=== design 1 ===
Figure 1. The clock network (design 1).
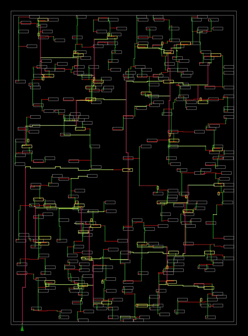
Figure 2. The metal 3 layer (design 1).
Scale: 1.5 px per µm.
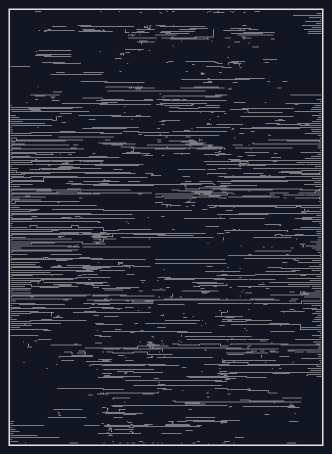
### config.mk
export PLATFORM = sky130hd
export DESIGN_NAME = spongent_inv_permute_flat
export DESIGN_NICKNAME = d
export VERILOG_FILES = /design/src/rtl/spongent_inv_permute_pkg.sv /design/src/rtl/spongent_inv_permute_if.sv /design/src/rtl/spongent_inv_round.sv /design/src/rtl/spongent_inv_permute.sv /design/src/flat_wrapper.sv
export SDC_FILE = /design/constraint.sdc
export NUM_CORES = 1
export LEC_CHECK = 0
export CORE_ASPECT_RATIO = 1.4
export CORE_MARGIN = 2
export CORE_UTILIZATION = 45
export CTS_BUF_LIST = sky130_fd_sc_hd__clkbuf_16
export CTS_CLUSTER_SIZE = 40
export DETAILED_ROUTE_END_ITERATION = 10
export DONT_BUFFER_PORTS = 1
export GPL_TIMING_DRIVEN = 0
export RECOVER_POWER = 25
export SLEW_MARGIN = 20
export SYNTH_ARGS = -nofsm -noshare
export SYNTH_HDL_FRONTEND = slang
export SYNTH_SLANG_ARGS = --single-unit
export TNS_END_PERCENT = 10
### constraint.sdc
create_clock -name clk -period 10.6 [get_ports clk]
set_input_delay 2.12 -clock clk [delete_from_list [all_inputs] [get_ports clk]]
set_output_delay 2.12 -clock clk [all_outputs]
set_load 0.02 [all_outputs]
### src/rtl/spongent_inv_permute_pkg.sv
`default_nettype none
// +------------------------------------------------------------------------+
// | spongent_inv_permute_pkg                                               |
// | Shared constants, S-box tables, LFSR steps and FSM encoding.           |
// | Rev 1.0                                                                |
// +------------------------------------------------------------------------+
package spongent_inv_permute_pkg;

  localparam int c_WIDTH  = 264;
  localparam int c_ROUNDS = 70;
  localparam int c_CW     = 8;
  localparam int c_NSBOX  = c_WIDTH / 4;

  localparam logic [3:0] c_SBOX_FWD [16] = '{
    4'hE, 4'hD, 4'hB, 4'h0, 4'h2, 4'h1, 4'h4, 4'hF,
    4'h7, 4'hA, 4'h8, 4'h5, 4'h9, 4'hC, 4'h3, 4'h6
  };

  localparam logic [3:0] c_SBOX_INV [16] = '{
    4'h3, 4'h5, 4'h4, 4'hE, 4'h6, 4'hB, 4'hF, 4'h8,
    4'hA, 4'hC, 4'h9, 4'h2, 4'hD, 4'h1, 4'h0, 4'h7
  };

  typedef enum logic [1:0] {
    ST_IDLE = 2'd0,
    ST_RUN  = 2'd1,
    ST_DONE = 2'd2
  } fsm_e;

  function automatic logic [c_CW-1:0] lfsr_next(input logic [c_CW-1:0] x);
    return {x[6:0], x[7] ^ x[3] ^ x[2] ^ x[1]};
  endfunction

  // Exact inverse of lfsr_next; the feedback bit re-enters at the top.
  function automatic logic [c_CW-1:0] lfsr_prev(input logic [c_CW-1:0] y);
    return {y[0] ^ y[4] ^ y[3] ^ y[2], y[7:1]};
  endfunction

  function automatic logic [c_CW-1:0] bitrev(input logic [c_CW-1:0] x);
    logic [c_CW-1:0] r;
    r = '0;
    for (int i = 0; i < c_CW; i++) begin
      r[i] = x[c_CW-1-i];
    end
    return r;
  endfunction

endpackage
`default_nettype wire

### src/rtl/spongent_inv_permute_if.sv
`default_nettype none
// +------------------------------------------------------------------------+
// | spongent_inv_permute_if                                                |
// | Request/result bundle between a requester and the inverse permutation. |
// | Rev 1.0                                                                |
// +------------------------------------------------------------------------+
interface spongent_inv_permute_if #(
  parameter int WIDTH = 264
);
  logic             en;
  logic [WIDTH-1:0] state_in;
  logic [15:0]      IV_in;
  logic [WIDTH-1:0] state_out;
  logic [15:0]      IV_out;
  logic [15:0]      INV_IV_out;
  logic [7:0]       round_idx;
  logic             rdy;

  modport master (
    output en, state_in, IV_in,
    input  state_out, IV_out, INV_IV_out, round_idx, rdy
  );

  modport slave (
    input  en, state_in, IV_in,
    output state_out, IV_out, INV_IV_out, round_idx, rdy
  );
endinterface
`default_nettype wire

### src/rtl/spongent_inv_round.sv
`default_nettype none
// +------------------------------------------------------------------------+
// | spongent_inv_round                                                     |
// | One combinational inverse round: pLayer^-1, S-box^-1, counter XOR.     |
// | Rev 1.0                                                                |
// +------------------------------------------------------------------------+
module spongent_inv_round
  import spongent_inv_permute_pkg::*;
#(
  parameter int WIDTH = c_WIDTH
) (
  input  logic [WIDTH-1:0] state_i,
  input  logic [c_CW-1:0]  lc_i,
  output logic [WIDTH-1:0] state_o
);

  localparam int c_NSB = WIDTH / 4;

  logic [WIDTH-1:0] w_perm;
  logic [WIDTH-1:0] w_sub;

  // Forward pLayer sends bit j to j*WIDTH/4 mod (WIDTH-1); multiplying by 4 undoes it.
  for (genvar i = 0; i < WIDTH - 1; i++) begin : g_pinv
    assign w_perm[(i * 4) % (WIDTH - 1)] = state_i[i];
  end
  assign w_perm[WIDTH-1] = state_i[WIDTH-1];

  for (genvar n = 0; n < c_NSB; n++) begin : g_sinv
    assign w_sub[4*n +: 4] = c_SBOX_INV[w_perm[4*n +: 4]];
  end

  assign state_o = w_sub ^ {bitrev(lc_i), {(WIDTH - 2*c_CW){1'b0}}, lc_i};

endmodule
`default_nettype wire

### src/rtl/spongent_inv_permute.sv
`default_nettype none
// +------------------------------------------------------------------------+
// | spongent_inv_permute                                                   |
// | Iterative inverse Spongent permutation, one inverse round per clock.   |
// | Rev 1.0                                                                |
// +------------------------------------------------------------------------+
module spongent_inv_permute
  import spongent_inv_permute_pkg::*;
#(
  parameter int WIDTH  = c_WIDTH,
  parameter int ROUNDS = c_ROUNDS
) (
  input  logic                  clk,
  input  logic                  rst,
  spongent_inv_permute_if.slave bus
);

  localparam logic [7:0] c_LAST = 8'(ROUNDS);

  fsm_e             fsm_q;
  logic [WIDTH-1:0] state_q;
  logic [WIDTH-1:0] state_d;
  logic [c_CW-1:0]  lc_q;
  logic [c_CW-1:0]  lc_d;
  logic [7:0]       round_q;
  logic [7:0]       round_d;
  logic             rdy_q;
  logic             w_unused_iv;

  spongent_inv_round #(
    .WIDTH (WIDTH)
  ) u_round (
    .state_i (state_q),
    .lc_i    (lc_q),
    .state_o (state_d)
  );

  assign lc_d        = lfsr_prev(lc_q);
  assign round_d     = round_q + 8'd1;
  assign w_unused_iv = ^bus.IV_in[15:c_CW];

  always_ff @(posedge clk or posedge rst) begin
    if (rst) begin
      fsm_q   <= ST_IDLE;
      state_q <= '0;
      lc_q    <= '0;
      round_q <= '0;
      rdy_q   <= 1'b0;
    end else begin
      case (fsm_q)
        ST_IDLE: begin
          if (bus.en) begin
            state_q <= bus.state_in;
            lc_q    <= bus.IV_in[c_CW-1:0];
            round_q <= '0;
            fsm_q   <= ST_RUN;
          end
        end
        ST_RUN: begin
          // Abort keeps the partial state visible; rdy never rises for it.
          if (!bus.en) begin
            fsm_q <= ST_IDLE;
          end else begin
            state_q <= state_d;
            lc_q    <= lc_d;
            round_q <= round_d;
            if (round_d == c_LAST) begin
              fsm_q <= ST_DONE;
              rdy_q <= 1'b1;
            end
          end
        end
        ST_DONE: begin
          if (!bus.en) begin
            rdy_q <= 1'b0;
            fsm_q <= ST_IDLE;
          end
        end
        default: begin
          fsm_q <= ST_IDLE;
          rdy_q <= 1'b0;
        end
      endcase
    end
  end

  assign bus.state_out  = state_q;
  assign bus.IV_out     = {8'h00, lc_q};
  assign bus.INV_IV_out = {8'h00, bitrev(lc_q)};
  assign bus.round_idx  = round_q;
  assign bus.rdy        = rdy_q;

endmodule
`default_nettype wire

### src/flat_wrapper.sv
// flat-port wrapper written by rule: the top's interface ports become plain ports
module spongent_inv_permute_flat import spongent_inv_permute_pkg::*;
#(
  parameter int WIDTH  = c_WIDTH,
  parameter int ROUNDS = c_ROUNDS
)
  (clk, rst, bus_en, bus_state_in, bus_IV_in, bus_state_out, bus_IV_out, bus_INV_IV_out, bus_round_idx, bus_rdy);
  spongent_inv_permute_if #(.WIDTH(WIDTH)) bus_i ();
  input  logic clk;
  input  logic rst;
  input wire logic [$bits(bus_i.en)-1:0] bus_en;
  input wire logic [$bits(bus_i.state_in)-1:0] bus_state_in;
  input wire logic [$bits(bus_i.IV_in)-1:0] bus_IV_in;
  output wire logic [$bits(bus_i.state_out)-1:0] bus_state_out;
  output wire logic [$bits(bus_i.IV_out)-1:0] bus_IV_out;
  output wire logic [$bits(bus_i.INV_IV_out)-1:0] bus_INV_IV_out;
  output wire logic [$bits(bus_i.round_idx)-1:0] bus_round_idx;
  output wire logic [$bits(bus_i.rdy)-1:0] bus_rdy;
  assign bus_i.en = bus_en;
  assign bus_i.state_in = bus_state_in;
  assign bus_i.IV_in = bus_IV_in;
  assign bus_state_out = bus_i.state_out;
  assign bus_IV_out = bus_i.IV_out;
  assign bus_INV_IV_out = bus_i.INV_IV_out;
  assign bus_round_idx = bus_i.round_idx;
  assign bus_rdy = bus_i.rdy;
  spongent_inv_permute #(.WIDTH(WIDTH), .ROUNDS(ROUNDS)) u_core (.clk(clk), .rst(rst), .bus(bus_i));
endmodule
==> run summary <==
impl run done, here's what came out: Top area cell types dfrtp_1 27%, ha_1 22%, a21oi_1 8.0%, cts repair resizes 0, Yosys warnings 0, nonclk inv count roughly 230, drt first-iter violations ~2700, Overall Power 5.566 mW, Sequential Power Share 35.1%, Max Cap Viol 1, Combinational Power between 2 and 2.5 mW, # IOs 588, tap cells between 700 and 800, number of enable flip-flop cells 0, Finished Layout Cells just over 4000, Clk pwr share about 22%, Comb pwr share between 40% and 50%, final period utilization approximately 38%, final instance area 28460 µm², top power group combinational cells, cell-internal power 2.805 mW, GPL Wtd Cong 0.9707, post-layout util 49.49%, Async SR Flop Fraction 100.0%, Mux cell area share 7.015%, crit path buf inv count 3, Syn Area/Cell 8.176 µm², initial antenna violation count 36, R2R Setup Slk between 7 and 8 ns, Vias/cell roughly 6.4, die height between 200 and 300 µm, Biggest Area Class logic gates, post-cts hold-fix buffer tally 0, Sw Ratio 49.60%, GR Overflow Total 0, area reported by Yosys stat 26220 µm², tool warnings approximately 430, Netlist Area Pre-Place 26220 µm², clock buffer count in the final layout 37, critical path depth in cells 5, Final min period approximately 4.0 ns, Layout area overhead 8.556%, largest net degree at the start of global routing between 80 and 90, fin. max-slew vios 50, Data required, critical path ~11 ns, diodes inserted 38, TritonCTS buffer count 35, status finished with violations, XOR/XNOR Fraction of Synth Area 0.5011%, Startpoint Class input port, Worst Hold End u_core.fsm_q[1], Registers, synthesis approximately 280, Top cell excl fill/tap ha_1, cell count of the worst reg-to-reg path 6, combinational share of cell area around 60%, Reg area about 7100 µm², failing checks capacitance limit, slew limit, Worst R2R Start u_core.fsm_q[0], cell family with most CP delay buffers and inverters, nonclk buf count ~280, Seq area share between 20% and 30%, yosys aoi share between 20 and 25%, crit path from bus_en, pwr/cell area between 150 and 200 nW/µm², CP Cell Sequence inv_1 -> nor2_1 -> clkbuf_1 -> clkbuf_1 -> o21ai_0, WHS roughly 0.65 ns, Final WS setup between 6 and 7 ns
Notes on Figure 1 above:
Clock group: 1.23 mW
flop count: 283
Setup Skew: 0.01254 ns
clock sinks: 283

Notes on Figure 2 above:
share of all routed wire = 11%
main direction = horizontal
nets with wire on the layer = 661
longest straight run = 111 µm
wire length on this layer = 14300 µm
met3 GRT Util: 12.75%
routed vias: 26040
final WL: 132.9 mm

metal layers:
| layer | GRT usage, % | routed length [µm] | up-vias |
|---|---|---|---|
| met3 | 12.75 | 14300 | 513 |
| li1 | - | - | 11280 |
| met4 | 36.76 | 13600 | 8 |
| met2 | 67.55 | 59180 | 1611 |
| met1 | 46.30 | 45820 | 12630 |
| met5 | 0 | 59 | - |
registers in the layout, indices dropped and copies added, names as in the netlist:
register / count
u_core.bus.rdy: 1
u_core.bus.round_idx: 8
u_core.bus.state_out: 264
u_core.fsm_q: 2
u_core.lc_q: 8

=== design 2 ===
Figure 3. Gate-type map (design 2).
Scale: 3 px per µm.
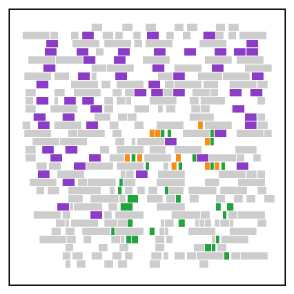
Figure 4. The clock network (design 2).
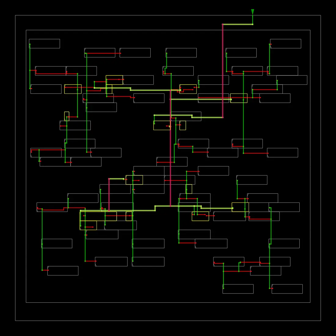
Figure 5. Wiring by layer (design 2).
Scale: 3 px per µm.
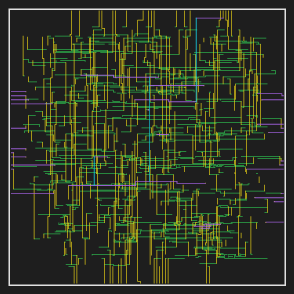
[src/rtl/encoder_ham.sv]
// Hamming (21,16) encoder with a 2-entry registered output FIFO.
// Codeword layout matches decoder_ham: cw index = Hamming position - 1,
// parity at indices 0,1,3,7,15 (even parity), data in the remaining bits.
// Optional error injection is enabled by defining HAM_ERR_INJ_EN, which adds
// err_en_i / err_pos_i to flip one codeword bit on an input transfer.
module encoder_ham #(
  parameter int CNT_W = 16
) (
  input  logic             clk_i,
  input  logic             rst_i,
  input  logic [15:0]      dat_i,
  input  logic             vld_i,
  output logic             rdy_o,
  output logic [20:0]      dat_o,
  output logic             vld_o,
  input  logic             rdy_i,
  output logic [CNT_W-1:0] cnt_o
`ifdef HAM_ERR_INJ_EN
  ,
  input  logic             err_en_i,
  input  logic [4:0]       err_pos_i
`endif
);

  logic [20:0]      cw;
  logic [20:0]      mem_q [2];
  logic [20:0]      mem_d [2];
  logic             wr_ptr_q, wr_ptr_d;
  logic             rd_ptr_q, rd_ptr_d;
  logic [1:0]       occ_q, occ_d;
  logic             rdy_q, rdy_d;
  logic [CNT_W-1:0] cnt_q, cnt_d;
  logic             push, pop;

  // Place data bits, derive the five even-parity bits, then apply injection.
  always_comb begin
    // NOTE: every variable gets a default at the top of a combinational
    // block so no path leaves it unassigned, which would infer a latch.
    cw        = '0;
    cw[2]     = dat_i[0];
    cw[6:4]   = dat_i[3:1];
    cw[14:8]  = dat_i[10:4];
    cw[20:16] = dat_i[15:11];
    cw[0]  = cw[2] ^ cw[4] ^ cw[6] ^ cw[8] ^ cw[10] ^ cw[12] ^ cw[14]
           ^ cw[16] ^ cw[18] ^ cw[20];
    cw[1]  = cw[2] ^ cw[5] ^ cw[6] ^ cw[9] ^ cw[10] ^ cw[13] ^ cw[14]
           ^ cw[17] ^ cw[18];
    cw[3]  = cw[4] ^ cw[5] ^ cw[6] ^ cw[11] ^ cw[12] ^ cw[13] ^ cw[14]
           ^ cw[19] ^ cw[20];
    cw[7]  = ^cw[14:8];
    cw[15] = ^cw[20:16];
`ifdef HAM_ERR_INJ_EN
    if (err_en_i && (err_pos_i >= 5'd1) && (err_pos_i <= 5'd21)) begin
      cw = cw ^ (21'(1) << (err_pos_i - 5'd1));
    end
`endif
  end

  assign push = vld_i && rdy_q;
  assign pop  = (occ_q != 2'd0) && rdy_i;

  // FIFO next-state: pointers, occupancy, storage, ready and word counter.
  always_comb begin
    mem_d    = mem_q;
    wr_ptr_d = wr_ptr_q;
    rd_ptr_d = rd_ptr_q;
    occ_d    = occ_q;
    cnt_d    = cnt_q;
    if (push) begin
      mem_d[wr_ptr_q] = cw;
      wr_ptr_d        = ~wr_ptr_q;
      cnt_d           = cnt_q + 1'b1;
    end
    if (pop) begin
      rd_ptr_d = ~rd_ptr_q;
    end
    case ({push, pop})
      2'b10:   occ_d = occ_q + 2'd1;
      2'b01:   occ_d = occ_q - 2'd1;
      default: occ_d = occ_q;
    endcase
    rdy_d = (occ_d < 2'd2);
  end

  // State registers with asynchronous active-high reset.
  always_ff @(posedge clk_i or posedge rst_i) begin
    if (rst_i) begin
      // NOTE: the two buffer entries are reset too so dat_o reads 0 out of
      // reset; a deep RAM would normally be left unreset.
      mem_q[0] <= '0;
      mem_q[1] <= '0;
      wr_ptr_q <= 1'b0;
      rd_ptr_q <= 1'b0;
      occ_q    <= 2'd0;
      rdy_q    <= 1'b0;
      cnt_q    <= '0;
    end else begin
      // NOTE: non-blocking assignments so every register samples the
      // pre-edge values regardless of statement order.
      mem_q    <= mem_d;
      wr_ptr_q <= wr_ptr_d;
      rd_ptr_q <= rd_ptr_d;
      occ_q    <= occ_d;
      rdy_q    <= rdy_d;
      cnt_q    <= cnt_d;
    end
  end

  assign rdy_o = rdy_q;
  assign vld_o = (occ_q != 2'd0);
  assign dat_o = mem_q[rd_ptr_q];
  assign cnt_o = cnt_q;

endmodule

[config.mk]
export PLATFORM = sky130hd
export DESIGN_NAME = encoder_ham
export DESIGN_NICKNAME = d
export VERILOG_FILES = /design/src/rtl/encoder_ham.sv
export SDC_FILE = /design/constraint.sdc
export NUM_CORES = 1
export LEC_CHECK = 0
export ABC_CLOCK_PERIOD_IN_PS = 2100
export CORE_MARGIN = 3
export CORE_UTILIZATION = 40
export DETAILED_ROUTE_END_ITERATION = 8
export GPL_TIMING_DRIVEN = 0
export SETUP_SLACK_MARGIN = 0.5
export SLEW_MARGIN = 10
export SYNTH_ARGS = -nofsm -noshare
export SYNTH_HDL_FRONTEND = slang
export SYNTH_SLANG_ARGS = --single-unit
[constraint.sdc]
create_clock -name clk_i -period 2.1 [get_ports clk_i]
set_clock_uncertainty 0.05 [all_clocks]
set_input_delay 0.21 -clock clk_i [delete_from_list [all_inputs] [get_ports clk_i]]
set_output_delay 0.21 -clock clk_i [all_outputs]
set_load 0.05 [all_outputs]
==> run summary <==
impl run done, here's what came out: status finished, final reports clean, Worst EP arrival between 1 and 1.5 ns, cell type with the largest total area after synthesis dfrtp_1, main flop type dfrtp_1, post-layout util 56.22%, # IOs 59, WHS around 0.24 ns, Top area cell types dfrtp_1 54%, mux2_2 16%, xnor2_1 8.4%, Data required, critical path 1.84 ns, P_seq roughly 2.1 mW, RSZ-0062 raised after global routing true, count leader, synth dfrtp_1, comb area leader multiplexers, Netlist cell types 24, Placement Cell Area roughly 3700 µm², yosys cell count about 230, clk buf depth 2, GR Overflow Total 0
About Figure 3:
multiplexers -> purple  # cells 54
NAND gates -> green  # cells 29
inverting AOI/OAI gates -> orange  # cells 10, where middle

About Figure 4:
clock sinks: 63
Clock group: 964 µW
clock buffer count in the final layout: 10

About Figure 5:
met1 -> green  # wire length 2660 µm
met4 -> cyan  # wire length 72.1 µm
met2 -> yellow  # wire length 2740 µm
met3 -> purple  # wire length 281 µm
routed vias: 1912
wire per inst: 14.24 µm
GRT Util Overall: 15.10%
final WL: 5.751 mm

-- registers in the layout, indices dropped and copies added, names as in the netlist --
| name | flops |
|---|---|
| mem_q | 42 |
| occ_q | 2 |
| rdy_o | 1 |
| rd_ptr_q | 1 |
| cnt_o | 16 |
| wr_ptr_q | 1 |
-- what timing repair did --
action                     CTS  global route
gates resized              162            23
hold buffers                 0             0
setup endpoints to repair   64            50
buffers inserted             3             6
pin swaps                    4             2
-- layer usage --
layer | GRT usage (%) | vias to the layer above
met4 | 4.899 | 0
li1 | - | 924
met2 | 22.58 | 41
met1 | 20.31 | 939
met3 | 5.468 | 8
met5 | 0 | -

=== design 3 ===
Figure 6. The metal 3 layer (design 3).
Scale: 12 px per µm.
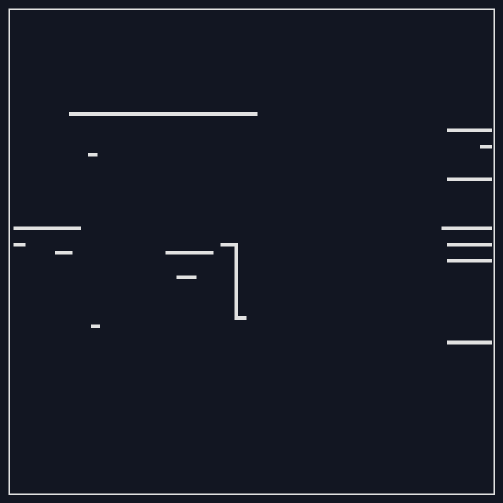
Figure 7. Wiring by layer (design 3).
Scale: 6 px per µm.
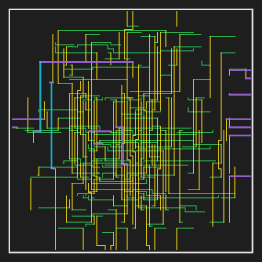
## config.mk

```make
export PLATFORM = sky130hd
export DESIGN_NAME = timing_step_decoder
export DESIGN_NICKNAME = d
export VERILOG_FILES = /design/src/rtl/timing_pkg.sv /design/src/rtl/step_decoder_3x8.sv /design/src/rtl/timing_step_decoder.sv
export SDC_FILE = /design/constraint.sdc
export NUM_CORES = 1
export LEC_CHECK = 0
export CAP_MARGIN = 5
export CORE_MARGIN = 2
export CORE_UTILIZATION = 40
export CTS_BUF_LIST = sky130_fd_sc_hd__clkbuf_16
export CTS_CLUSTER_DIAMETER = 100
export DETAILED_ROUTE_END_ITERATION = 12
export GPL_TIMING_DRIVEN = 0
export PLACE_DENSITY = 0.75
export SLEW_MARGIN = 20
export SYNTH_ARGS = -nofsm -noshare
export SYNTH_HDL_FRONTEND = slang
export SYNTH_SLANG_ARGS = --single-unit
```

## constraint.sdc

```tcl
create_clock -name clk -period 1.7 [get_ports clk]
set_input_delay 0.51 -clock clk [delete_from_list [all_inputs] [get_ports clk]]
set_output_delay 0.51 -clock clk [all_outputs]
set_load 0.02 [all_outputs]
```

## src/rtl/timing_pkg.sv

```systemverilog
// Shared types and constants for the T-state step generator.
package timing_pkg;
  localparam int STEP_W = 3;
  typedef logic [STEP_W-1:0] step_t;
  typedef enum logic [0:0] {RUN = 1'b0, HALTED = 1'b1} tstate_t;
  localparam logic [7:0] ONEHOT_T0 = 8'h01;
endpackage

```

## src/rtl/step_decoder_3x8.sv

```systemverilog
// Combinational 3-to-8 one-hot step decoder; en=0 forces an all-zero bus.
module step_decoder_3x8
  import timing_pkg::*;
(
  input  step_t      step,
  input  logic       en,
  output logic [7:0] onehot
);
  // Tk is bit k; the bus is blanked while the sequencer is halted.
  always_comb begin
    onehot = 8'h00;
    if (en) onehot = ONEHOT_T0 << step;
  end
endmodule

```

## src/rtl/timing_step_decoder.sv

```systemverilog
// Control-step (T-state) generator: binary step counter with registered
// one-hot decode, wait-state hold, end-of-instruction clear and halt.
// Optional feature macro: TIMING_STEP_LOAD_EN adds a direct step load
// (load / load_step) ranked below clr_step and above hold.
module timing_step_decoder
  import timing_pkg::*;
#(
  parameter int N_STEPS = 8
) (
  input  logic       clk,
  input  logic       rst,
  input  logic       en,
  input  logic       hold,
  input  logic       clr_step,
  input  logic       halt,
  input  logic       resume,
`ifdef TIMING_STEP_LOAD_EN
  input  logic       load,
  input  logic [2:0] load_step,
`endif
  output logic [7:0] t_onehot,
  output logic [2:0] t_bin,
  output logic       first_step,
  output logic       last_step,
  output logic       halted
);
  localparam step_t LAST = step_t'(N_STEPS - 1);

  tstate_t    state, nxt_state;
  step_t      nxt_bin;
  logic [7:0] nxt_onehot;
  logic       nxt_run;

  // Next state and next step; every output is derived from these two so
  // all of them move together on the same edge.
  always_comb begin
    nxt_state = state;
    nxt_bin   = t_bin;
    if (state == HALTED) begin
      if (resume) begin
        nxt_state = RUN;
        nxt_bin   = '0;
      end
    end else if (halt) begin
      nxt_state = HALTED;
      nxt_bin   = '0;
    end else if (clr_step) begin
      nxt_bin = '0;
`ifdef TIMING_STEP_LOAD_EN
    end else if (load) begin
      // Out-of-range steps fall back to T0 so the one-hot stays in range.
      nxt_bin = (int'(load_step) < N_STEPS) ? load_step : '0;
`endif
    end else if (hold) begin
      nxt_bin = t_bin;
    end else if (en) begin
      nxt_bin = (t_bin == LAST) ? '0 : t_bin + 3'd1;
    end
  end

  assign nxt_run = (nxt_state == RUN);

  // Decode sits on the next-state path so t_onehot is a plain register.
  step_decoder_3x8 u_dec (
    .step   (nxt_bin),
    .en     (nxt_run),
    .onehot (nxt_onehot)
  );

  // Output and state registers; reset lands on T0 in RUN.
  always_ff @(posedge clk) begin
    if (rst) begin
      state      <= RUN;
      t_bin      <= '0;
      t_onehot   <= ONEHOT_T0;
      first_step <= 1'b1;
      last_step  <= 1'b0;
      halted     <= 1'b0;
    end else begin
      state      <= nxt_state;
      t_bin      <= nxt_bin;
      t_onehot   <= nxt_onehot;
      first_step <= nxt_run && (nxt_bin == '0);
      last_step  <= nxt_run && (nxt_bin == LAST);
      halted     <= !nxt_run;
    end
  end
endmodule

```

==> run summary <==
impl run done, here's what came out: Sequential Power Share 37.7%, buffer share of cell area a little over a quarter, GR Overflow Total 0, fin. max-slew vios 0, final setup fails 1, top power group clock, Comb pwr share a little over a tenth, crit path max fanout 7, setup_tns -0.004198 ns, wire per inst between 15 and 20 µm, most flop-heavy register t_onehot, Overall Power ~840 µW, worst slew margin relative to its limit approximately four fifths, Sw Ratio 20.76%, root buf cell clkbuf_16, die height a little over 40 µm, Synth top cells by count 13 x dfxtp_1, 9 x nor3_1, 3 x nor2_1, pwr/cell area ~860 nW/µm², logic area between 300 and 400 µm², Clock group about 430 µW, Inst Count DP about 83, Top Registers t_onehot (8), t_bin (3), number of enable flip-flop cells 0, Final WS setup -0.004198 ns, cell count of the worst reg-to-reg path 5, drt first-iter violations 6, core box area 1269 µm², nets@finish about 90, die area around 1600 µm², Leak 0.4054 nW, failing checks setup timing, clock buffer count in the final layout 3, Insertion Delay late pin ~0.24 ns, Clk pwr share 51.6%, Layout area overhead 84.80%, Startpoint Class input port, clk buf depth 2, status finished with violations, tool warnings 28, Adders+Majority by Area ~4.8%, Placement Cell Area around 750 µm²
## Picture notes: Figure 6
longest straight run = 15.4 µm
nets with wire on the layer = 14
share of all routed wire = 3.7%
routed vias: 520
final WL: 1.578 mm

## Picture notes: Figure 7
met3 -> purple  # wire length 57.9 µm
met2 -> yellow  # wire length 863 µm
met1 -> green  # wire length 632 µm
met4 -> cyan  # wire length 25.8 µm

==> worst max path at each step <==
stage	start	endpoint	slack (ns)	cells past startpoint
floorplan	t_bin[0]	last_step	0.005	5
detailed placement	clr_step	t_onehot[4]	-0.51	5
finish	rst	t_onehot[3]	-0.004	4
CTS	t_bin[0]	t_onehot[5]	-0.04	5
global placement	clr_step	t_onehot[6]	-0.49	5
global route	rst	t_onehot[3]	-0.1	4
==> per-layer routing <==
metal	vias up	global-route usage [%]	part of all wire [%]
met3	4	3.333	3.6
met5	-	0	0
met4	0	17.50	1.6
li1	247	-	-
met1	249	21.65	40
met2	20	33.06	55

=== design 4 ===
[src/rtl/mem_arb_pkg.sv]
// mem_arb_pkg: shared constants for the unified-memory arbiter.
//   FSM state codes (IDLE/ISSUE/WAIT), owner codes (IF=0, DM=1),
//   default latency / starvation limits, counter widths and a saturating
//   increment helper for the starvation counter.
package mem_arb_pkg;

  localparam int unsigned MEM_LAT_DEF    = 2;
  localparam int unsigned STARVE_MAX_DEF = 4;
  localparam int unsigned LAT_CNT_W      = 3;
  localparam int unsigned STARVE_W       = 4;

  localparam logic [1:0] ST_IDLE  = 2'd0;
  localparam logic [1:0] ST_ISSUE = 2'd1;
  localparam logic [1:0] ST_WAIT  = 2'd2;

  localparam logic OWN_IF = 1'b0;
  localparam logic OWN_DM = 1'b1;

  // Increment that sticks at lim.
  function automatic logic [STARVE_W-1:0] sat_inc(input logic [STARVE_W-1:0] v,
                                                  input logic [STARVE_W-1:0] lim);
    return (v >= lim) ? lim : v + STARVE_W'(1);
  endfunction

endpackage

[src/rtl/mem_arb_lat_timer.sv]
// mem_arb_lat_timer: loadable 3-bit read-latency counter.
//   clk, rst_n : clock, async active-low reset (count -> 0)
//   load       : count <= 1 (leaving ISSUE for a read)
//   inc        : count <= count + 1 (waiting)
//   neither    : count <= 0
//   done_c     : count == MEM_LAT (read data valid this cycle)
//   pre_done_c : count == MEM_LAT-1 (read data valid next cycle)
module mem_arb_lat_timer
  import mem_arb_pkg::*;
#(
  parameter int unsigned MEM_LAT = MEM_LAT_DEF
) (
  input  logic clk,
  input  logic rst_n,
  input  logic load,
  input  logic inc,
  output logic done_c,
  output logic pre_done_c
);

  logic [LAT_CNT_W-1:0] cnt;

  // Latency count register.
  always_ff @(posedge clk or negedge rst_n) begin
    if (!rst_n) begin
      cnt <= '0;
    end else if (load) begin
      cnt <= LAT_CNT_W'(1);
    end else if (inc) begin
      cnt <= cnt + LAT_CNT_W'(1);
    end else begin
      cnt <= '0;
    end
  end

  assign done_c     = (cnt == LAT_CNT_W'(MEM_LAT));
  assign pre_done_c = (cnt == LAT_CNT_W'(MEM_LAT - 1));

endmodule

[src/rtl/mem_arbiter.sv]
// mem_arbiter: arbitrates a single-port fixed-latency memory between the
// fetch stage (IF, read-only) and the MEM stage (DM, read/write).
//   if_req/if_addr -> if_rdy/if_rdata         fetch port
//   dm_re/dm_we/dm_addr/dm_wdata -> dm_rdy/dm_rdata   data port
//   mem_addr/mem_re/mem_we/mem_wdata/mem_rdata        memory macro
//   stall_if/stall_mem                        combinational pipeline stalls
// Optional macro MEM_ARB_PERF_EN adds perf_if_stall/perf_dm_stall
// saturating stall-cycle counters.
module mem_arbiter
  import mem_arb_pkg::*;
#(
  parameter int unsigned ADDR_W     = 16,
  parameter int unsigned DATA_W     = 16,
  parameter int unsigned MEM_LAT    = MEM_LAT_DEF,
  parameter int unsigned STARVE_MAX = STARVE_MAX_DEF
) (
  input  logic              clk,
  input  logic              rst_n,
  input  logic              if_req,
  input  logic [ADDR_W-1:0] if_addr,
  output logic              if_rdy,
  output logic [DATA_W-1:0] if_rdata,
  input  logic              dm_re,
  input  logic              dm_we,
  input  logic [ADDR_W-1:0] dm_addr,
  input  logic [DATA_W-1:0] dm_wdata,
  output logic              dm_rdy,
  output logic [DATA_W-1:0] dm_rdata,
  output logic [ADDR_W-1:0] mem_addr,
  output logic              mem_re,
  output logic              mem_we,
  output logic [DATA_W-1:0] mem_wdata,
  input  logic [DATA_W-1:0] mem_rdata,
  output logic              stall_if,
`ifdef MEM_ARB_PERF_EN
  output logic [15:0]       perf_if_stall,
  output logic [15:0]       perf_dm_stall,
`endif
  output logic              stall_mem
);

  logic [1:0]          state_q, state_d;
  logic                own_q, own_d;
  logic                wr_q, wr_d;
  logic [STARVE_W-1:0] starve_q, starve_d;
  logic [ADDR_W-1:0]   addr_d;
  logic [DATA_W-1:0]   wdata_d;
  logic                re_d, we_d, if_rdy_d, dm_rdy_d;
  logic                tmr_load, tmr_inc, tmr_done_c, tmr_pre_done_c;

  logic dm_req_c, completing_c, decide_c, if_pend_c, dm_pend_c;
  logic gnt_if_c, gnt_dm_c, rd_fin_c;

  mem_arb_lat_timer #(.MEM_LAT(MEM_LAT)) u_lat_timer (
    .clk        (clk),
    .rst_n      (rst_n),
    .load       (tmr_load),
    .inc        (tmr_inc),
    .done_c     (tmr_done_c),
    .pre_done_c (tmr_pre_done_c)
  );

  assign dm_req_c = dm_re | dm_we;

  // A write completes in its ISSUE cycle, a read when the timer reaches MEM_LAT.
  assign completing_c = ((state_q == ST_ISSUE) && wr_q) ||
                        ((state_q == ST_WAIT) && tmr_done_c);
  assign decide_c     = (state_q == ST_IDLE) || completing_c;

  // The requester finishing this cycle still holds its request; it is not new.
  assign if_pend_c = if_req   && !(completing_c && (own_q == OWN_IF));
  assign dm_pend_c = dm_req_c && !(completing_c && (own_q == OWN_DM));

  assign gnt_if_c = decide_c && if_pend_c &&
                    (!dm_pend_c || (starve_q == STARVE_W'(STARVE_MAX)));
  assign gnt_dm_c = decide_c && dm_pend_c && !gnt_if_c;

  // Read data lands next cycle: registered rdy must be raised now.
  assign rd_fin_c = (((state_q == ST_ISSUE) && !wr_q) ||
                     ((state_q == ST_WAIT) && !tmr_done_c)) && tmr_pre_done_c;

  assign tmr_load = (state_q == ST_ISSUE) && !wr_q;
  assign tmr_inc  = (state_q == ST_WAIT) && !tmr_done_c;

  // State and output registers.
  always_ff @(posedge clk or negedge rst_n) begin
    if (!rst_n) begin
      state_q   <= ST_IDLE;
      own_q     <= OWN_IF;
      wr_q      <= 1'b0;
      starve_q  <= '0;
      mem_addr  <= '0;
      mem_wdata <= '0;
      mem_re    <= 1'b0;
      mem_we    <= 1'b0;
      if_rdy    <= 1'b0;
      dm_rdy    <= 1'b0;
    end else begin
      state_q   <= state_d;
      own_q     <= own_d;
      wr_q      <= wr_d;
      starve_q  <= starve_d;
      mem_addr  <= addr_d;
      mem_wdata <= wdata_d;
      mem_re    <= re_d;
      mem_we    <= we_d;
      if_rdy    <= if_rdy_d;
      dm_rdy    <= dm_rdy_d;
    end
  end

  // Next-state, grant latching and registered-output decode.
  always_comb begin
    state_d  = state_q;
    own_d    = own_q;
    wr_d     = wr_q;
    starve_d = starve_q;
    addr_d   = mem_addr;
    wdata_d  = mem_wdata;
    re_d     = 1'b0;
    we_d     = 1'b0;
    if_rdy_d = 1'b0;
    dm_rdy_d = 1'b0;

    if (decide_c) begin
      state_d = (gnt_if_c || gnt_dm_c) ? ST_ISSUE : ST_IDLE;
    end else if (state_q == ST_ISSUE) begin
      state_d = ST_WAIT;
    end

    if (gnt_if_c) begin
      own_d  = OWN_IF;
      wr_d   = 1'b0;
      addr_d = if_addr;
      re_d   = 1'b1;
    end else if (gnt_dm_c) begin
      // re and we together are resolved as a write.
      own_d    = OWN_DM;
      wr_d     = dm_we;
      addr_d   = dm_addr;
      wdata_d  = dm_wdata;
      re_d     = !dm_we;
      we_d     = dm_we;
      dm_rdy_d = dm_we;
    end

    if (rd_fin_c) begin
      if (own_q == OWN_IF) begin
        if_rdy_d = 1'b1;
      end else begin
        dm_rdy_d = 1'b1;
      end
    end

    if (!if_req || gnt_if_c) begin
      starve_d = '0;
    end else if (gnt_dm_c) begin
      starve_d = sat_inc(starve_q, STARVE_W'(STARVE_MAX));
    end
  end

  assign if_rdata  = mem_rdata;
  assign dm_rdata  = mem_rdata;
  assign stall_if  = if_req & ~if_rdy;
  assign stall_mem = dm_req_c & ~dm_rdy;

`ifdef MEM_ARB_PERF_EN
  // Saturating stall-cycle counters.
  always_ff @(posedge clk or negedge rst_n) begin
    if (!rst_n) begin
      perf_if_stall <= '0;
      perf_dm_stall <= '0;
    end else begin
      if (stall_if && (perf_if_stall != 16'hFFFF)) begin
        perf_if_stall <= perf_if_stall + 16'd1;
      end
      if (stall_mem && (perf_dm_stall != 16'hFFFF)) begin
        perf_dm_stall <= perf_dm_stall + 16'd1;
      end
    end
  end
`else
  // Stall counters are not built.
`endif

`ifndef SYNTHESIS
  // Simultaneous read and write from the MEM stage is a requester bug.
  always @(posedge clk) begin
    if (rst_n) begin
      assert (!(dm_re && dm_we))
        else $error("mem_arbiter: dm_re and dm_we both high, handled as write");
    end
  end
`endif

endmodule

[config.mk]
export PLATFORM = sky130hd
export DESIGN_NAME = mem_arbiter
export DESIGN_NICKNAME = d
export VERILOG_FILES = /design/src/rtl/mem_arb_pkg.sv /design/src/rtl/mem_arb_lat_timer.sv /design/src/rtl/mem_arbiter.sv
export SDC_FILE = /design/constraint.sdc
export NUM_CORES = 1
export LEC_CHECK = 0
export CAP_MARGIN = 15
export CORE_MARGIN = 10
export CORE_UTILIZATION = 40
export DETAILED_ROUTE_END_ITERATION = 7
export MAX_ROUTING_LAYER = met4
export PLACE_DENSITY_LB_ADDON = 0.12
export SLEW_MARGIN = 20
export SYNTH_ARGS = -nofsm -noshare
export SYNTH_HDL_FRONTEND = slang
export SYNTH_SLANG_ARGS = --single-unit
[constraint.sdc]
create_clock -name clk -period 4.34 [get_ports clk]
set_input_delay 0.651 -clock clk [delete_from_list [all_inputs] [get_ports clk]]
set_output_delay 0.651 -clock clk [all_outputs]
set_load 0.01 [all_outputs]
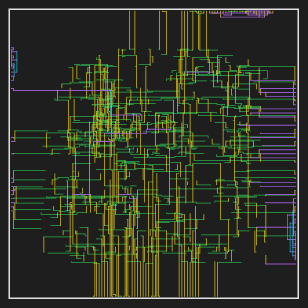
Figure 8: design 4, wiring by layer.
Scale: 3 px per µm.
met3 -> purple  # wire length 455 µm
met2 -> yellow  # wire length 2720 µm
met4 -> cyan  # wire length 65.3 µm
met1 -> green  # wire length 2440 µm
routed vias: 1650
wire per inst: 17.27 µm
GRT Util Overall: 12.65%
final WL: 5.682 mm

==> run summary <==
impl run done, here's what came out: Syn Inst Count ~200, final instance area between 3000 and 4000 µm², Synth top cells by count 47 x dfrtp_1, 32 x buf_4, 21 x inv_1, Vias/cell 5.015, Startpoint Class input port, Synth top area share slightly above 50%, status finished, final reports clean, setup_tns 0 ns, Top area cell types dfrtp_1 51%, buf_4 10%, mux2_1 7.8%, met3 GRT Util under 10%, R2R Setup Slk between 1.5 and 2 ns, WHS roughly 0.35 ns, final hold viol count 0, buffer share of cell area between 20% and 30%, uppermost routed layer met4, number of enable flip-flop cells 0, CP Cell Sequence clkdlybuf4s50_1 -> nor2b_1 -> clkdlybuf4s50_1, TritonCTS buffer count 5, Comb pwr share between 40% and 50%, Seq area share 37.77%, Data required, critical path between 3 and 4 ns, Registers, synthesis ~47, Clock group 292 µW, Insertion Delay late pin 0.29 ns, die area approximately 9200 µm², Port Buffers 90, antenna viol nets, final 0, Async SR Flop Fraction 100.0%, WL met1 between 2 and 2.5 mm, Sequential Power Share 38.8%, DRT Pass-1 Iters 4
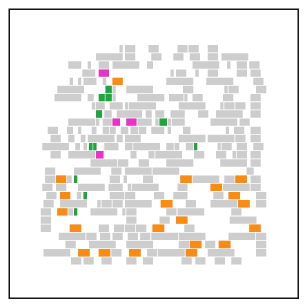
Figure 9: design 4, gate-type map.
Scale: 3 px per µm.
multiplexers -> orange  # cells 20
NAND gates -> green  # cells 11
AND-OR and OR-AND gates -> magenta  # cells 4
combinational share of cell area: 24.15%
Finished Layout Cells: 329
Top cell excl fill/tap: clkdlybuf4s50_1

[critical path, delay by kind of cell]
| family | cells | cell delay (ns) |
|---|---|---|
| buf+inv | 2 | 1.16 |
| simple gates | 1 | 0.17 |
[cells by family after synthesis]
group | after synthesis | share of synthesized area (%)
buffers and inverters | 61 | 16.25
and+or+nand+nor | 32 | 8.913
AOI/OAI and AO/OA | 32 | 11.47
adders and majority gates | 5 | 2.717
DFF | 47 | 51.09
muxes | 20 | 9.565

=== design 5 ===
Figure 10. Wiring by layer (design 5).
Scale: 4 px per µm.
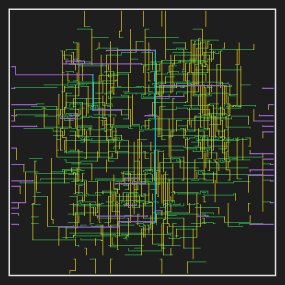
Figure 11. Gate-type map (design 5).
Scale: 4 px per µm.
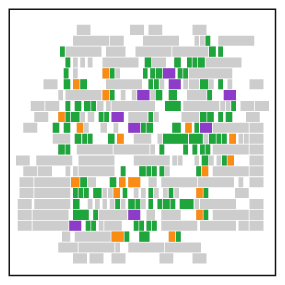
--- src/rtl/counter_b4_pkg.sv ---
// rtl/counter_b4_pkg.sv - shared constants and types for the 4-bit counter monitor
package counter_b4_pkg;

    localparam int CNT_W = 4;

    localparam logic [1:0] MODE_UP3 = 2'b00;
    localparam logic [1:0] MODE_DN1 = 2'b01;
    localparam logic [1:0] MODE_UP1 = 2'b10;
    localparam logic [1:0] MODE_LD  = 2'b11;

    typedef enum logic [1:0] {
        ST_IDLE  = 2'b00,
        ST_SYNC  = 2'b01,
        ST_TRACK = 2'b10,
        ST_FAIL  = 2'b11
    } state_t;

endpackage

--- src/rtl/counter_b4_predict.sv ---
// rtl/counter_b4_predict.sv - combinational next-Q and wrap prediction for one counter step
module counter_b4_predict
    import counter_b4_pkg::*;
(
    input  logic [1:0]       mode,
    input  logic [CNT_W-1:0] q,
    input  logic [CNT_W-1:0] d,
    output logic [CNT_W-1:0] exp_q,
    output logic             wrap
);

    // One counter step: modulo-16 arithmetic, wrap flagged when the step crosses 15/0
    always_comb begin
        exp_q = q;
        wrap  = 1'b0;
        case (mode)
            MODE_UP3: begin
                exp_q = q + CNT_W'(3);
                wrap  = (q >= CNT_W'(13));
            end
            MODE_DN1: begin
                exp_q = q - CNT_W'(1);
                wrap  = (q == '0);
            end
            MODE_UP1: begin
                exp_q = q + CNT_W'(1);
                wrap  = (q == '1);
            end
            default: begin
                exp_q = d;
                wrap  = 1'b0;
            end
        endcase
    end

endmodule

--- src/rtl/counter_b4_monitor.sv ---
// rtl/counter_b4_monitor.sv - tracks the 4-bit counter, predicts Q each cycle and flags mismatches
module counter_b4_monitor
    import counter_b4_pkg::*;
#(
    parameter int ERR_W      = 8,
    parameter int WRAP_W     = 8,
    parameter bit CHECK_LOAD = 1'b1
) (
    input  logic              b4_clk,
    input  logic              b4_reset_n,
    input  logic              b4_enable,
    input  logic [1:0]        b4_mode,
    input  logic [CNT_W-1:0]  b4_D,
    input  logic [CNT_W-1:0]  b4_Q,
    input  logic              b4_load,
    input  logic              mon_clear,
    output logic [1:0]        mon_state,
    output logic              mon_match,
    output logic              mon_err,
    output logic [ERR_W-1:0]  mon_err_cnt,
    output logic [WRAP_W-1:0] mon_wrap_cnt,
    output logic [CNT_W-1:0]  mon_exp_q
);

    logic             en_r;
    logic [1:0]       mode_r;
    logic [CNT_W-1:0] d_r;
    logic [CNT_W-1:0] q_r;
    state_t           state;

    logic [CNT_W-1:0] pred_q;
    logic             pred_wrap;
    logic             compare;
    logic             q_ok;
    logic             load_ok;
    logic             ok;

    counter_b4_predict u_predict (
        .mode  (mode_r),
        .q     (q_r),
        .d     (d_r),
        .exp_q (pred_q),
        .wrap  (pred_wrap)
    );

    // A compare is owed only for an enabled edge seen while already tracking
    assign compare   = en_r && ((state == ST_TRACK) || (state == ST_FAIL));
    assign q_ok      = (b4_Q == pred_q);
    assign load_ok   = !CHECK_LOAD || (b4_load == (mode_r == MODE_LD));
    assign ok        = q_ok && load_ok;
    assign mon_state = state;

    // Capture the counter's stimuli and pre-edge Q every cycle as the baseline for the next prediction
    always_ff @(posedge b4_clk or negedge b4_reset_n) begin
        if (!b4_reset_n) begin
            en_r   <= 1'b0;
            mode_r <= MODE_UP3;
            d_r    <= '0;
            q_r    <= '0;
        end else begin
            en_r   <= b4_enable;
            mode_r <= b4_mode;
            d_r    <= b4_D;
            q_r    <= b4_Q;
        end
    end

    // Monitor FSM with compare result, sticky error and event counters; clear wins over a mismatch
    always_ff @(posedge b4_clk or negedge b4_reset_n) begin
        if (!b4_reset_n) begin
            state        <= ST_IDLE;
            mon_match    <= 1'b0;
            mon_err      <= 1'b0;
            mon_err_cnt  <= '0;
            mon_wrap_cnt <= '0;
            mon_exp_q    <= '0;
        end else if (mon_clear) begin
            state        <= ST_IDLE;
            mon_match    <= 1'b0;
            mon_err      <= 1'b0;
            mon_err_cnt  <= '0;
            mon_wrap_cnt <= '0;
        end else begin
            mon_match <= compare && ok;
            if (compare) begin
                mon_exp_q <= pred_q;
                if (pred_wrap) begin
                    mon_wrap_cnt <= mon_wrap_cnt + WRAP_W'(1);
                end
                if (!ok) begin
                    mon_err <= 1'b1;
                    if (mon_err_cnt != '1) begin
                        mon_err_cnt <= mon_err_cnt + ERR_W'(1);
                    end
                end
            end
            case (state)
                ST_IDLE: begin
                    if (b4_enable) begin
                        state <= ST_SYNC;
                    end
                end
                ST_SYNC: begin
                    state <= b4_enable ? ST_TRACK : ST_IDLE;
                end
                ST_TRACK: begin
                    if (compare && !ok) begin
                        state <= ST_FAIL;
                    end else if (!b4_enable) begin
                        state <= ST_IDLE;
                    end
                end
                default: begin
                    state <= ST_FAIL;
                end
            endcase
        end
    end

endmodule
--- config.mk ---
export PLATFORM = sky130hd
export DESIGN_NAME = counter_b4_monitor
export DESIGN_NICKNAME = d
export VERILOG_FILES = /design/src/rtl/counter_b4_pkg.sv /design/src/rtl/counter_b4_predict.sv /design/src/rtl/counter_b4_monitor.sv
export SDC_FILE = /design/constraint.sdc
export NUM_CORES = 1
export LEC_CHECK = 0
export ABC_AREA = 1
export CORE_UTILIZATION = 45
export CTS_CLUSTER_SIZE = 10
export DETAILED_ROUTE_END_ITERATION = 10
export MAX_ROUTING_LAYER = met4
export PLACE_DENSITY = 0.83
export SLEW_MARGIN = 20
export SYNTH_ARGS = -nofsm -noshare
export SYNTH_HDL_FRONTEND = slang
export SYNTH_SLANG_ARGS = --single-unit
--- constraint.sdc ---
create_clock -name b4_clk -period 5.7 [get_ports b4_clk]
set_clock_uncertainty 0.2 [all_clocks]
set_input_delay 0.57 -clock b4_clk [delete_from_list [all_inputs] [get_ports b4_clk]]
set_output_delay 0.57 -clock b4_clk [all_outputs]
set_load 0.02 [all_outputs]
==> run summary <==
impl run done, here's what came out: worst slew pin tran 0.5790 ns, status finished, final reports clean, met2 Track Usage GR between 20% and 30%, Seq area share between 30% and 40%, area reported by Yosys stat between 1500 and 2000 µm², fin. max-slew vios 0, Yosys warnings 0, pwr/cell area between 200 and 300 nW/µm², crit path capture mon_wrap_cnt[7], Setup WS pre-CTS between 2 and 3 ns, P_sw 189.2 µW, main flop type dfrtp_1, Registers, synthesis 35, hold depth 2, Met2 Routed Length approximately 1.6 mm, DRT Pass-1 Iters 4, XOR/XNOR Fraction of Synth Area around 4.3%, GR Overflow Total 0, number of enable flip-flop cells 0, tool warnings 26, drt first-iter violations 141, wire per inst 11.33 µm, Clk pwr share 37.3%, Final WS setup approximately 2.8 ns, filler cell count roughly 340, Sw Ratio between 20% and 30%, crit path kind input port to flip-flop, Insertion Delay late pin between 0.2 and 0.3 ns, commonest non-fill, non-tap cells in the layout 65 x nand2_1, 38 x clkdlybuf4s50_1, 35 x dfrtp_1, Top area cell types dfrtp_1 47%, nand2_1 13%, nand3_1 7.3%, Inst Count DP about 320
## Picture notes: Figure 10
met3 -> purple  # wire length 236 µm
met4 -> cyan  # wire length 51.7 µm
met1 -> green  # wire length 1760 µm
met2 -> yellow  # wire length 1620 µm

## Picture notes: Figure 11
NAND gates -> green  # cells 103
inverting AOI/OAI gates -> orange  # cells 18
XOR/XNOR gates -> purple  # cells 9
Finished Layout Cells: 324
Top cell excl fill/tap: nand2_1
combinational share of cell area: 35.97%

==> per-stage QoR <==
stage                     area, µm²  util [%]  power [mW]
after floorplan                1853         -      0.3757
after global placement         2288     60.24      0.4448
after detailed placement       2288     60.24      0.4470
after CTS                      2421     63.74      0.7111
after global routing           2421     63.74      0.7434
final                          2421     63.74      0.7052
==> power groups by stage <==
stage          Combinational, mW  Sequential (mW)  Clock [mW]
5_1_grt                    0.168            0.295       0.280
3_3_place_gp               0.148            0.296           0
6_report                   0.150            0.292       0.263
3_5_place_dp               0.151            0.296           0
4_1_cts                    0.152            0.292       0.267
2_1_floorplan             0.0564            0.319           0

=== design 6 ===
===== config.mk =====
export PLATFORM = sky130hd
export DESIGN_NAME = pipe_stage_elastic
export DESIGN_NICKNAME = d
export VERILOG_FILES = /design/src/rtl/pipe_stage_elastic.sv
export SDC_FILE = /design/constraint.sdc
export NUM_CORES = 1
export LEC_CHECK = 0
export CELL_PAD_IN_SITES_DETAIL_PLACEMENT = 1
export CELL_PAD_IN_SITES_GLOBAL_PLACEMENT = 1
export CORE_UTILIZATION = 25
export CTS_CLUSTER_SIZE = 12
export DETAILED_ROUTE_END_ITERATION = 7
export PLACE_DENSITY_LB_ADDON = 0.1
export SLEW_MARGIN = 25
export SYNTH_ARGS = -nofsm -noshare
export SYNTH_HDL_FRONTEND = slang
export SYNTH_SLANG_ARGS = --single-unit

===== constraint.sdc =====
create_clock -name CLK -period 27.5 [get_ports CLK]
set_clock_uncertainty 0.1 [all_clocks]
set_input_delay 4.125 -clock CLK [delete_from_list [all_inputs] [get_ports CLK]]
set_output_delay 4.125 -clock CLK [all_outputs]
set_load 0.1 [all_outputs]

===== src/rtl/pipe_stage_elastic.sv =====
// Elastic pipeline stage register: a DEPTH-entry circular buffer with a valid/ready handshake,
// flush-to-bubble and an occupancy count for hazard logic.
module pipe_stage_elastic #(
  parameter int unsigned DATA_W = 153,
  parameter int unsigned DEPTH  = 2,
  parameter int unsigned CNT_W  = $clog2(DEPTH + 1)
) (
  input  logic              CLK,
  input  logic              RESET,
  input  logic              I_FLUSH,
  input  logic              I_VALID,
  output logic              O_READY,
  input  logic [DATA_W-1:0] I_DATA,
  output logic              O_VALID,
  input  logic              I_READY,
  output logic [DATA_W-1:0] O_DATA,
  output logic [CNT_W-1:0]  O_COUNT
);

  localparam int unsigned      PtrW    = (DEPTH > 1) ? $clog2(DEPTH) : 1;
  localparam logic [PtrW-1:0]  LastPtr = PtrW'(DEPTH - 1);
  localparam logic [CNT_W-1:0] FullCnt = CNT_W'(DEPTH);

  logic [DATA_W-1:0] mem_q [DEPTH];
  logic [PtrW-1:0]   wr_ptr_q;
  logic [PtrW-1:0]   rd_ptr_q;
  logic [CNT_W-1:0]  count_q;
  logic              push;
  logic              pop;

  // Explicit wrap so non-power-of-two depths work.
  function automatic logic [PtrW-1:0] ptr_inc(input logic [PtrW-1:0] ptr);
    return (ptr == LastPtr) ? '0 : ptr + 1'b1;
  endfunction

  always_comb begin
    O_READY = (count_q < FullCnt);
    O_VALID = (count_q != '0);
    O_COUNT = count_q;
    O_DATA  = O_VALID ? mem_q[rd_ptr_q] : '0;
    push    = I_VALID && O_READY;
    pop     = O_VALID && I_READY;
  end

  always_ff @(posedge CLK) begin
    if (RESET || I_FLUSH) begin
      wr_ptr_q <= '0;
      rd_ptr_q <= '0;
      count_q  <= '0;
    end else begin
      if (push) wr_ptr_q <= ptr_inc(wr_ptr_q);
      if (pop)  rd_ptr_q <= ptr_inc(rd_ptr_q);
      if (push && !pop) begin
        count_q <= count_q + 1'b1;
      end else if (pop && !push) begin
        count_q <= count_q - 1'b1;
      end
    end
  end

  // Storage is not reset; count gates what is visible.
  always_ff @(posedge CLK) begin
    if (!RESET && !I_FLUSH && push) begin
      mem_q[wr_ptr_q] <= I_DATA;
    end
  end

endmodule


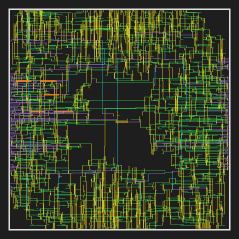
Figure 12: design 6, wiring by layer.
Scale: 1 px per µm.
met4 -> cyan  # wire length 686 µm
met3 -> purple  # wire length 2510 µm
met2 -> yellow  # wire length 13500 µm
met5 -> orange  # wire length 83.7 µm
met1 -> green  # wire length 13200 µm

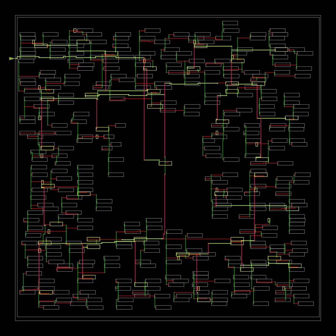
Figure 13: design 6, the clock network.
clock sinks: 311
flop count: 311
Insertion Delay late pin: 0.52 ns
TritonCTS buffer count: 38

==> run summary <==
impl run done, here's what came out: Port Buffers 314, core box area ~47000 µm², wire per inst 18.37 µm, Synth top cells by count 306 x edfxtp_1, 155 x nor2_1, 153 x mux2i_1, FP Util approximately 25%, Async SR Flop Fraction 0%, hpwl dp between 15 and 20 mm, P_seq between 500 and 600 µW, clk buf depth 3, Registers, synthesis 311, Sequential Power Share a little over two fifths, Layout area overhead 41.49%, initial antenna violation count 7, syn_nets 831, # rows 79, Top area cell types edfxtp_1 78%, mux2i_1 13%, nor2_1 4.9%, top power group sequential cells, Combinational Power roughly 250 µW, Comb pwr share approximately 20%, uppermost routed layer met5, crit path max fanout roughly 52, postcts setup bufs 0, global-route wire length before repair between 40 and 50 mm, met2 Track Usage GR between 10% and 20%, Placement Cell Area ~16000 µm², final period utilization 29.94%, drt first-iter violations between 200 and 300, Adders+Majority by Area less than 1%, antenna viol nets, final 0, f_max around 120 MHz, status finished, final reports clean, critical path depth in cells 4, Clock group about 460 µW, Inst Count DP about 1600, CTS tree built, setup_tns 0 ns, Vias/cell ~4.2, Hold Crit Start rd_ptr_q, die height roughly 220 µm, Final WS setup around 19 ns, Synth top area share about four fifths, worst hold path type flip-flop to flip-flop, fin. max-slew vios 0, Max Cap Viol 0, die x size between 200 and 250 µm, final WL between 20 and 30 mm, Setup WS pre-CTS roughly 20 ns, Netlist Area Pre-Place between 10000 and 15000 µm², Mux cell area share a little over an eighth, P_sw 369.7 µW, cell type with the largest total area after synthesis edfxtp_1, routed vias 6802, CP Cell Sequence buf_4 -> mux2i_1 -> nor2_1 -> clkdlybuf4s50_1, XOR/XNOR Fraction of Synth Area less than 1%, simple share approximately 5.4%, yosys aoi share less than 1%, Worst R2R Start O_COUNT[1], Finished Layout Cells around 1600, # IOs 315
==> cell type report <==
class / instances / area, µm² / area share (%)
repair buffers: 323 / 3218 / 19.31
flip-flops and latches: 311 / 9293 / 55.76
multi-input cells: 325 / 2246 / 13.48
well taps: 607 / 759.5 / 4.557
inverters: 2 / 7.507 / 0.04505
clock buffers: 55 / 1079 / 6.471
diodes: 1 / 2.502 / 0.01502
clock inverters: 8 / 61.31 / 0.3679
==> flip-flops by register name, indices dropped and copies added (netlist names), named ones only <==
register  cells
rd_ptr_q      1
O_COUNT       2
wr_ptr_q      1
mem_q       306


==> notes/layouts.md <==
Pictures saved along the way, in no particular order.

The metal 3 layer.
panel A
Scale: 2 px per µm.
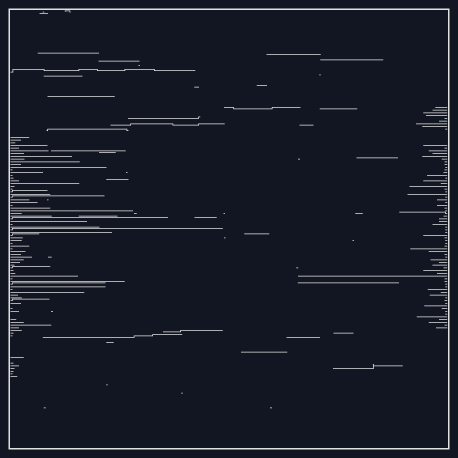
panel B
Scale: 8 px per µm.
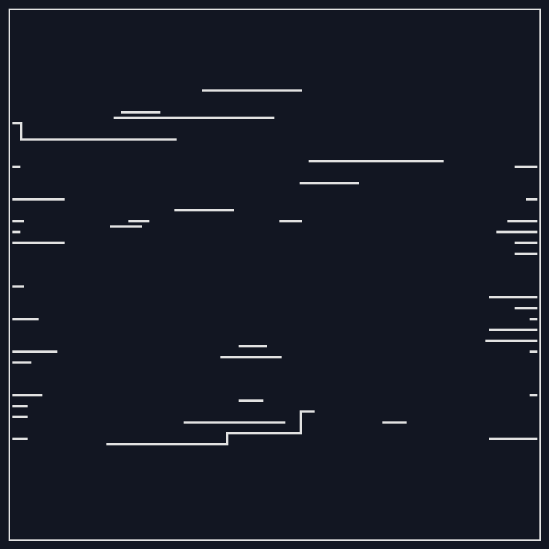
panel C
Scale: 4 px per µm.
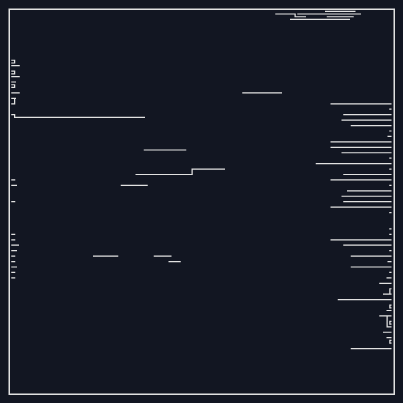
panel D
Scale: 4 px per µm.
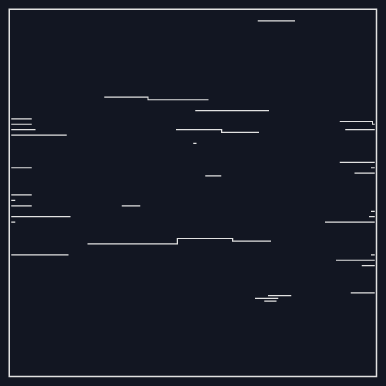
Of these, largest die: panel A
Of these, smallest die: panel B
- panel B = design 5
- panel D = design 2
- panel C = design 4
- panel A = design 6

Key to panel A:
main direction = horizontal
longest straight run = 105 µm
share of all routed wire = 8.4%
nets with wire on the layer = 164
wire length on this layer = 2510 µm

Power and IR drop assume default switching activity.
